######## block 1 ########
**Block 1: metal 2**

Scale: 3 px per um.
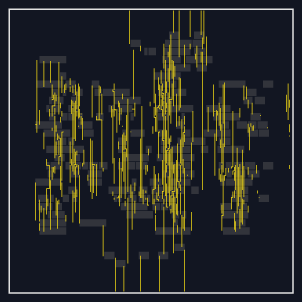
File: config.mk
export PLATFORM = sky130hd
export DESIGN_NAME = hdr_dispatcher_flat
export DESIGN_NICKNAME = d
export VERILOG_FILES = /design/src/rtl/hdr_dispatcher_if.sv /design/src/rtl/hdr_dispatcher.sv /design/src/flat_wrapper.sv
export SDC_FILE = /design/constraint.sdc
export NUM_CORES = 1
export LEC_CHECK = 0
export CAP_MARGIN = 20
export CORE_MARGIN = 5
export CORE_UTILIZATION = 24
export DETAILED_ROUTE_END_ITERATION = 6
export PLACE_DENSITY = 0.42
export REMOVE_ABC_BUFFERS = 1
export SYNTH_ARGS = -nofsm -noshare
export SYNTH_HDL_FRONTEND = slang
export SYNTH_SLANG_ARGS = --single-unit
File: constraint.sdc
create_clock -name i_sys_clk -period 2.65 [get_ports i_sys_clk]
set_clock_uncertainty 0.1 [all_clocks]
set_input_delay 0.3975 -clock i_sys_clk [delete_from_list [all_inputs] [get_ports i_sys_clk]]
set_output_delay 0.3975 -clock i_sys_clk [all_outputs]
set_load 0.005 [all_outputs]
File: src/rtl/hdr_dispatcher_if.sv
// Command/engine handshake bundle between the I3C engine, the HDR dispatcher
// and the CCC / per-mode engines.
interface hdr_dispatcher_if #(
  parameter int N_MODES = 4,
  parameter int MODE_W  = 3
);
  logic               i_en;
  logic               i_toc;
  logic               i_cp;
  logic [MODE_W-1:0]  i_mode;
  logic               i_ccc_done;
  logic [N_MODES-1:0] i_mode_done;
  logic               o_ccc_en;
  logic [N_MODES-1:0] o_mode_en;
  logic               o_busy;
  logic               o_done;
  logic               o_exit;
  logic               o_err;
  logic [1:0]         o_err_code;

  modport master (
    output i_en, i_toc, i_cp, i_mode, i_ccc_done, i_mode_done,
    input  o_ccc_en, o_mode_en, o_busy, o_done, o_exit, o_err, o_err_code
  );

  modport slave (
    input  i_en, i_toc, i_cp, i_mode, i_ccc_done, i_mode_done,
    output o_ccc_en, o_mode_en, o_busy, o_done, o_exit, o_err, o_err_code
  );
endinterface

File: src/rtl/hdr_dispatcher.sv
// HDR command dispatcher: sequences an optional CCC phase and one HDR mode
// engine per command, with a per-phase watchdog and abort on request drop.
module hdr_dispatcher #(
  parameter int N_MODES = 4,
  parameter int MODE_W  = 3,
  parameter int TMO_CYC = 1024
) (
  input  logic             i_sys_clk,
  input  logic             i_sys_rst,
  hdr_dispatcher_if.slave  io_hdr
);
  localparam int CNT_W = (TMO_CYC > 2) ? $clog2(TMO_CYC) : 1;
  localparam logic [CNT_W-1:0] TMO_LAST = CNT_W'(TMO_CYC - 1);

  typedef enum logic [2:0] {IDLE, CCC, MODE, DONE, ERR} state_t;

  state_t             r_state;
  logic [CNT_W-1:0]   r_cnt;
  logic               r_en_q;
  logic               r_toc;
  logic [MODE_W-1:0]  r_mode;
  logic               r_ccc_en;
  logic [N_MODES-1:0] r_mode_en;
  logic               r_busy;
  logic               r_done;
  logic               r_exit;
  logic               r_err;
  logic [1:0]         r_err_code;

  logic w_rise;
  logic w_mode_ok;
  logic w_hit;
  logic w_tmo;

  function automatic logic [N_MODES-1:0] onehot(input logic [MODE_W-1:0] m);
    onehot = N_MODES'(1) << m;
  endfunction

  assign w_rise    = io_hdr.i_en & ~r_en_q;
  assign w_mode_ok = (int'(io_hdr.i_mode) < N_MODES);
  // r_mode_en is the one-hot of the latched mode while in MODE, so it masks
  // out completion pulses from every other engine.
  assign w_hit     = |(io_hdr.i_mode_done & r_mode_en);
  assign w_tmo     = (r_cnt == TMO_LAST);

  always_ff @(posedge i_sys_clk or posedge i_sys_rst) begin
    if (i_sys_rst) begin
      r_state    <= IDLE;
      r_cnt      <= '0;
      r_en_q     <= 1'b0;
      r_toc      <= 1'b0;
      r_mode     <= '0;
      r_ccc_en   <= 1'b0;
      r_mode_en  <= '0;
      r_busy     <= 1'b0;
      r_done     <= 1'b0;
      r_exit     <= 1'b0;
      r_err      <= 1'b0;
      r_err_code <= 2'b00;
    end else begin
      r_en_q <= io_hdr.i_en;
      r_done <= 1'b0;
      r_err  <= 1'b0;
      r_exit <= 1'b0;
      unique case (r_state)
        IDLE: if (w_rise) begin
          r_toc  <= io_hdr.i_toc;
          r_mode <= io_hdr.i_mode;
          r_cnt  <= '0;
          if (!w_mode_ok) begin
            r_state    <= ERR;
            r_err      <= 1'b1;
            r_exit     <= 1'b1;
            r_err_code <= 2'b01;
          end else if (io_hdr.i_cp) begin
            r_state  <= CCC;
            r_ccc_en <= 1'b1;
            r_busy   <= 1'b1;
          end else begin
            r_state   <= MODE;
            r_mode_en <= onehot(io_hdr.i_mode);
            r_busy    <= 1'b1;
          end
        end
        // Completion is checked first so it wins over abort and timeout.
        CCC: if (io_hdr.i_ccc_done) begin
          r_state   <= MODE;
          r_ccc_en  <= 1'b0;
          r_mode_en <= onehot(r_mode);
          r_cnt     <= '0;
        end else if (!io_hdr.i_en || w_tmo) begin
          r_state    <= ERR;
          r_ccc_en   <= 1'b0;
          r_busy     <= 1'b0;
          r_err      <= 1'b1;
          r_exit     <= 1'b1;
          r_err_code <= io_hdr.i_en ? 2'b10 : 2'b00;
        end else begin
          r_cnt <= r_cnt + 1'b1;
        end
        MODE: if (w_hit) begin
          r_state   <= DONE;
          r_mode_en <= '0;
          r_busy    <= 1'b0;
          r_done    <= 1'b1;
          r_exit    <= r_toc;
        end else if (!io_hdr.i_en || w_tmo) begin
          r_state    <= ERR;
          r_mode_en  <= '0;
          r_busy     <= 1'b0;
          r_err      <= 1'b1;
          r_exit     <= 1'b1;
          r_err_code <= io_hdr.i_en ? 2'b11 : 2'b00;
        end else begin
          r_cnt <= r_cnt + 1'b1;
        end
        DONE:    r_state <= IDLE;
        ERR:     r_state <= IDLE;
        default: r_state <= IDLE;
      endcase
    end
  end

  assign io_hdr.o_ccc_en   = r_ccc_en;
  assign io_hdr.o_mode_en  = r_mode_en;
  assign io_hdr.o_busy     = r_busy;
  assign io_hdr.o_done     = r_done;
  assign io_hdr.o_exit     = r_exit;
  assign io_hdr.o_err      = r_err;
  assign io_hdr.o_err_code = r_err_code;
endmodule

File: src/flat_wrapper.sv
// flat-port wrapper written by rule: the top's interface ports become plain ports
module hdr_dispatcher_flat 
#(
  parameter int N_MODES = 4,
  parameter int MODE_W  = 3,
  parameter int TMO_CYC = 1024
)
  (i_sys_clk, i_sys_rst, io_hdr_i_en, io_hdr_i_toc, io_hdr_i_cp, io_hdr_i_mode, io_hdr_i_ccc_done, io_hdr_i_mode_done, io_hdr_o_ccc_en, io_hdr_o_mode_en, io_hdr_o_busy, io_hdr_o_done, io_hdr_o_exit, io_hdr_o_err, io_hdr_o_err_code);
  hdr_dispatcher_if #(.N_MODES(N_MODES), .MODE_W(MODE_W)) io_hdr_i ();
  input  logic i_sys_clk;
  input  logic i_sys_rst;
  input wire logic [$bits(io_hdr_i.i_en)-1:0] io_hdr_i_en;
  input wire logic [$bits(io_hdr_i.i_toc)-1:0] io_hdr_i_toc;
  input wire logic [$bits(io_hdr_i.i_cp)-1:0] io_hdr_i_cp;
  input wire logic [$bits(io_hdr_i.i_mode)-1:0] io_hdr_i_mode;
  input wire logic [$bits(io_hdr_i.i_ccc_done)-1:0] io_hdr_i_ccc_done;
  input wire logic [$bits(io_hdr_i.i_mode_done)-1:0] io_hdr_i_mode_done;
  output wire logic [$bits(io_hdr_i.o_ccc_en)-1:0] io_hdr_o_ccc_en;
  output wire logic [$bits(io_hdr_i.o_mode_en)-1:0] io_hdr_o_mode_en;
  output wire logic [$bits(io_hdr_i.o_busy)-1:0] io_hdr_o_busy;
  output wire logic [$bits(io_hdr_i.o_done)-1:0] io_hdr_o_done;
  output wire logic [$bits(io_hdr_i.o_exit)-1:0] io_hdr_o_exit;
  output wire logic [$bits(io_hdr_i.o_err)-1:0] io_hdr_o_err;
  output wire logic [$bits(io_hdr_i.o_err_code)-1:0] io_hdr_o_err_code;
  assign io_hdr_i.i_en = io_hdr_i_en;
  assign io_hdr_i.i_toc = io_hdr_i_toc;
  assign io_hdr_i.i_cp = io_hdr_i_cp;
  assign io_hdr_i.i_mode = io_hdr_i_mode;
  assign io_hdr_i.i_ccc_done = io_hdr_i_ccc_done;
  assign io_hdr_i.i_mode_done = io_hdr_i_mode_done;
  assign io_hdr_o_ccc_en = io_hdr_i.o_ccc_en;
  assign io_hdr_o_mode_en = io_hdr_i.o_mode_en;
  assign io_hdr_o_busy = io_hdr_i.o_busy;
  assign io_hdr_o_done = io_hdr_i.o_done;
  assign io_hdr_o_exit = io_hdr_i.o_exit;
  assign io_hdr_o_err = io_hdr_i.o_err;
  assign io_hdr_o_err_code = io_hdr_i.o_err_code;
  hdr_dispatcher #(.N_MODES(N_MODES), .MODE_W(MODE_W), .TMO_CYC(TMO_CYC)) u_core (.i_sys_clk(i_sys_clk), .i_sys_rst(i_sys_rst), .io_hdr(io_hdr_i));
endmodule
==> Slide: Implementation Results <==
Synthesis and Place & Route Summary

Run
  – OpenROAD warnings: 25
  – Maxcap violations: 0

Pwr
  – Final total power: 1.63 mW
  – Largest Pwr Group: registers
  – Clk power: 0.411 mW
  – Pwr dens: 760 nW/um2
  – Comb pwr share: 34.3%
  – Switching part of the total: 33.0%

Floorplan
  – FP Core Util: 24.8%
  – Die extent in y: 94.1 um

Routing
  – 1st-iter DRT viols: 102

Timing
  – Crit path time final: 2200 ps
  – Slew Limit Fails: 0
  – RSZ-0062 raised after global routing: no
  – Worst hold slack: 388 ps
  – Final worst slack: 448 ps

Synth
  – Number of cells in Yosys stat: 163
  – Count leader, synth: dfrtp_1
  – Compound-Gate Fraction of Synth Area: 15.2%

Clocking
  – CTS Buf Count: 5
  – Root buffer cell: clkbuf_8
  – Hold_buf cts: 0
  – TritonCTS clock tree: done

Place
  – Placed Cells: 281

Global routing
  – Largest net degree at the start of global routing: 30

Final layout
  – Max reg flops: 10
  – Inserted Diodes: 0

Status
  – Outcome: finished clean
About 'metal 2' of block 1:
nets with wire on the layer = 180
wire length on this layer = 2,150 um
longest straight run = 45.9 um
share of all routed wire = 50%

## area by class of cell
class | count | area (um2) | area share, %
inverter | 6 | 22.5 | 1.05
sequential | 29 | 726 | 33.8
timing repair buffer | 28 | 268 | 12.5
tap | 96 | 120 | 5.59
clock buffer | 7 | 96.3 | 4.48
clock inverter | 1 | 5.00 | 0.233
multi-input combinational | 122 | 912 | 42.4
## worst paths after layout
check                                                    endpoint  slack [ps]  cells after the start
max in group asynchronous             u_core.r_cnt[8]$_DFFE_PP0P_        1780                      3
min                                u_core.io_hdr.o_exit$_DFF_PP0_         390                      3
min in group i_sys_clk             u_core.io_hdr.o_exit$_DFF_PP0_         400                      1
min reg2reg                        u_core.io_hdr.o_exit$_DFF_PP0_         400                      1
max                                   u_core.r_cnt[5]$_DFFE_PP0P_         450                      6
max reg2reg                u_core.io_hdr.o_mode_en[0]$_DFFE_PP0P_         460                      5
## metal layers
layer | global-route usage, % | vias to the layer above | wire length (um)
li1 | - | 669 | -
met1 | 11.9 | 688 | 1880
met2 | 18.7 | 31 | 2140
met3 | 3.77 | 6 | 191
met4 | 3.01 | 0 | 50
met5 | 0 | - | 0

######## block 2 ########
**Block 2: metal 2**

Scale: 4 px per um.
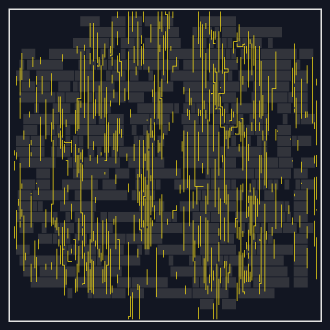
**Block 2: routing congestion map**

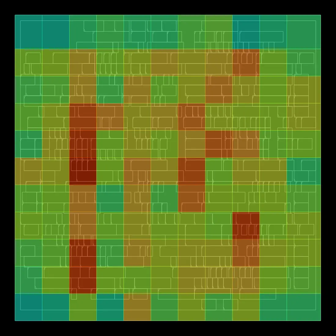
$ cat config.mk
export PLATFORM = sky130hd
export DESIGN_NAME = multi_edge_detector
export DESIGN_NICKNAME = d
export VERILOG_FILES = /design/src/rtl/multi_edge_detector.sv
export SDC_FILE = /design/constraint.sdc
export NUM_CORES = 1
export LEC_CHECK = 0
export ABC_AREA = 1
export CORE_UTILIZATION = 51
export CTS_BUF_LIST = sky130_fd_sc_hd__clkbuf_4 sky130_fd_sc_hd__clkbuf_8
export CTS_CLUSTER_SIZE = 8
export DETAILED_ROUTE_END_ITERATION = 10
export PLACE_DENSITY = 0.78
export SYNTH_ARGS = -nofsm -noshare
export SYNTH_HDL_FRONTEND = slang
export SYNTH_SLANG_ARGS = --single-unit
$ cat constraint.sdc
create_clock -name clk -period 3 [get_ports clk]
set_clock_uncertainty 0.2 [all_clocks]
set_input_delay 0.3 -clock clk [delete_from_list [all_inputs] [get_ports clk]]
set_output_delay 0.3 -clock clk [all_outputs]
set_load 0.02 [all_outputs]
$ cat src/rtl/multi_edge_detector.sv
// Multi-channel edge detector: per-channel input synchroniser, debounce filter,
// one-cycle rise/fall pulses, maskable sticky event flags with W1C, and an OR-ed irq.
module multi_edge_detector #(
    parameter int unsigned WIDTH       = 8,
    parameter int unsigned SYNC_STAGES = 2,
    parameter int unsigned DEBOUNCE    = 4,
    parameter bit          INIT_LEVEL  = 1'b0
) (
    input  logic             clk,
    input  logic             resetn,
    input  logic [WIDTH-1:0] D,
    input  logic [WIDTH-1:0] rise_en,
    input  logic [WIDTH-1:0] fall_en,
    input  logic [WIDTH-1:0] clr,
    output logic [WIDTH-1:0] level,
    output logic [WIDTH-1:0] posEdge,
    output logic [WIDTH-1:0] negEdge,
    output logic [WIDTH-1:0] pending,
    output logic             irq
);

    localparam int unsigned CW = $clog2(DEBOUNCE + 1);
    localparam logic [CW-1:0] CntMax = CW'(DEBOUNCE - 1);
    localparam logic [CW-1:0] CntOne = CW'(1);

    logic [1:0]       rst_sync_q;
    logic             rst_n;
    logic [WIDTH-1:0] sync_q [SYNC_STAGES];
    logic [WIDTH-1:0] s;
    logic [CW-1:0]    cnt_q [WIDTH];
    logic [CW-1:0]    cnt_d [WIDTH];
    logic [WIDTH-1:0] level_q, level_d;
    logic [WIDTH-1:0] pos_q, pos_d;
    logic [WIDTH-1:0] neg_q, neg_d;
    logic [WIDTH-1:0] pend_q, pend_d;
    logic             irq_q;

    // Reset synchroniser: assertion is immediate, release is aligned to clk.
    always_ff @(posedge clk or negedge resetn) begin
        if (!resetn) begin
            rst_sync_q <= 2'b00;
        end else begin
            rst_sync_q <= {rst_sync_q[0], 1'b1};
        end
    end

    assign rst_n = rst_sync_q[1];

    // Input synchroniser chain, one flop per stage per channel.
    always_ff @(posedge clk or negedge rst_n) begin
        if (!rst_n) begin
            for (int i = 0; i < SYNC_STAGES; i++) begin
                sync_q[i] <= {WIDTH{INIT_LEVEL}};
            end
        end else begin
            sync_q[0] <= D;
            for (int i = 1; i < SYNC_STAGES; i++) begin
                sync_q[i] <= sync_q[i-1];
            end
        end
    end

    assign s = sync_q[SYNC_STAGES-1];

    // Debounce counters, edge pulses and next pending/irq state.
    always_comb begin
        level_d = level_q;
        pos_d   = '0;
        neg_d   = '0;
        for (int i = 0; i < WIDTH; i++) begin
            cnt_d[i] = '0;
            if (s[i] != level_q[i]) begin
                if (cnt_q[i] == CntMax) begin
                    // Disagreement held long enough: accept the new level.
                    level_d[i] = s[i];
                    pos_d[i]   = s[i];
                    neg_d[i]   = ~s[i];
                end else begin
                    cnt_d[i] = cnt_q[i] + CntOne;
                end
            end
        end
        // Set is OR-ed after the clear so a coincident set wins.
        pend_d = (pend_q & ~clr) | (pos_d & rise_en) | (neg_d & fall_en);
    end

    // Filter state, pulses, sticky flags and irq registers.
    always_ff @(posedge clk or negedge rst_n) begin
        if (!rst_n) begin
            for (int i = 0; i < WIDTH; i++) begin
                cnt_q[i] <= '0;
            end
            level_q <= {WIDTH{INIT_LEVEL}};
            pos_q   <= '0;
            neg_q   <= '0;
            pend_q  <= '0;
            irq_q   <= 1'b0;
        end else begin
            for (int i = 0; i < WIDTH; i++) begin
                cnt_q[i] <= cnt_d[i];
            end
            level_q <= level_d;
            pos_q   <= pos_d;
            neg_q   <= neg_d;
            pend_q  <= pend_d;
            irq_q   <= |pend_d;
        end
    end

    assign level   = level_q;
    assign posEdge = pos_q;
    assign negEdge = neg_q;
    assign pending = pend_q;
    assign irq     = irq_q;

endmodule

==> Slide: Implementation Results <==
Synthesis and Place & Route Summary

Status
  – Outcome: finished clean

Global routing
  – First-pass GRT wire length: 8820 um
  – Initial antenna violation count: 0

Final layout
  – Nets: 410

Pwr
  – Switching power: 0.920 mW
  – Seq group: 1.29 mW
  – Part of the power in the clock network: 29.8%

Worst setup path
  – CP Cell Sequence: clkdlybuf4s50_1
  – FF-to-FF Start: cnt_q[6]$_DFF_PN0_
  – Crit. Startpoint: level[7]$_DFFE_PN0P_

Floorplan
  – Placement Rows: 27

Synth
  – Yosys Chip Area: 2920 um2
  – MUX share of area: 0%

Place
  – IO buf count: 66
  – HPWL after DPL: 3720 um

Timing
  – RSZ-0062 raised after global routing: no
  – Crit path time final: 1910 ps

Clocking
  – PostCTS Resize Cnt: 0
Notes on 'metal 2' of block 2 above:
nets with wire on the layer = 336
main direction = vertical
wire length on this layer = 2,470 um
share of all routed wire = 48%
longest straight run = 26.9 um
via count: 2,000
total wire length: 5170 um
M2 GR Usage: 30.5%

Notes on 'routing congestion map' of block 2 above:
M3 GR Usage: 4.71%
Core Util, Final: 71.2%
GRT Overall Usage: 19.2%
Routed wire per std cell: 11.6 um

-- worst reg2reg max path: stages (launching register included) --
cell	delay, ps
dfrtp_1	400
ha_1	250
nand2_4	110
inv_2	50
nand3_2	50
nand2_1	40
nor2_1	150
nand2_1	100
nor2_1	140
nand2_1	70
-- layer usage --
layer  up-vias  routed length (um)  global-route usage [%]  share of wire (%)
li1       1023                   -                       -                  -
met1       912                2370                    24.9                 46
met2        61                2470                    30.5                 48
met3         4                 306                    4.71                5.9
met4         0                  19                    8.49               0.37
met5         -                   0                       0                  0
-- cell usage after synthesis --
| cell | count | area (um2) |
|---|---|---|
| conb_1 | 1 | 3.75 |
| dfrtp_1 | 75 | 1880 |
| ha_1 | 8 | 100 |
| inv_1 | 41 | 154 |
| inv_2 | 15 | 56.3 |
| nand2_1 | 56 | 210 |
| nand2_2 | 4 | 25.0 |
| nand2_4 | 6 | 67.6 |
| nand3_1 | 1 | 5.00 |
| nand3_2 | 7 | 70.1 |
| nor2_1 | 46 | 173 |
| nor2_2 | 5 | 31.3 |
| nor3_1 | 19 | 95.1 |
| nor3_2 | 2 | 20.0 |
| nor3b_1 | 2 | 15.0 |
| nor3b_2 | 1 | 12.5 |


==> notes/layouts.md <==
Pictures saved along the way, in no particular order.

Logic cells by family.
Plate I
Scale: 4 px per um.
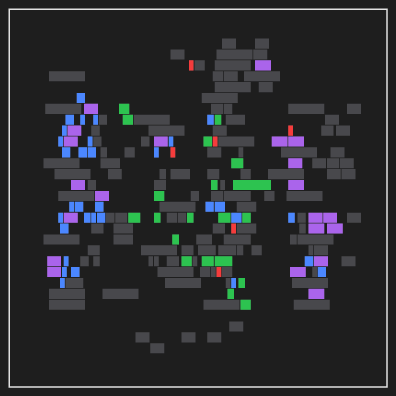
Plate II
Scale: 6 px per um.
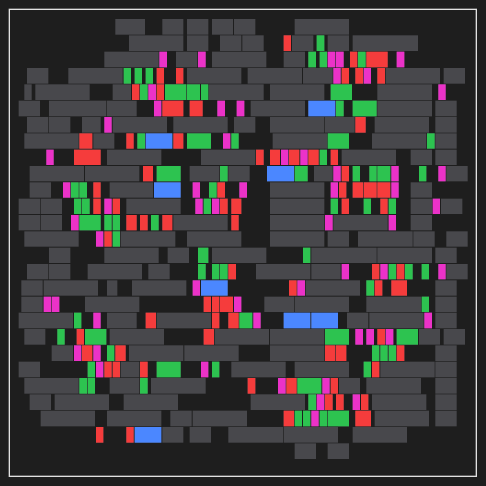
- largest die: Plate I
- block 1 = Plate I
- block 2 = Plate II

Power figures rest on the tool's default switching activity, not on a simulated workload.
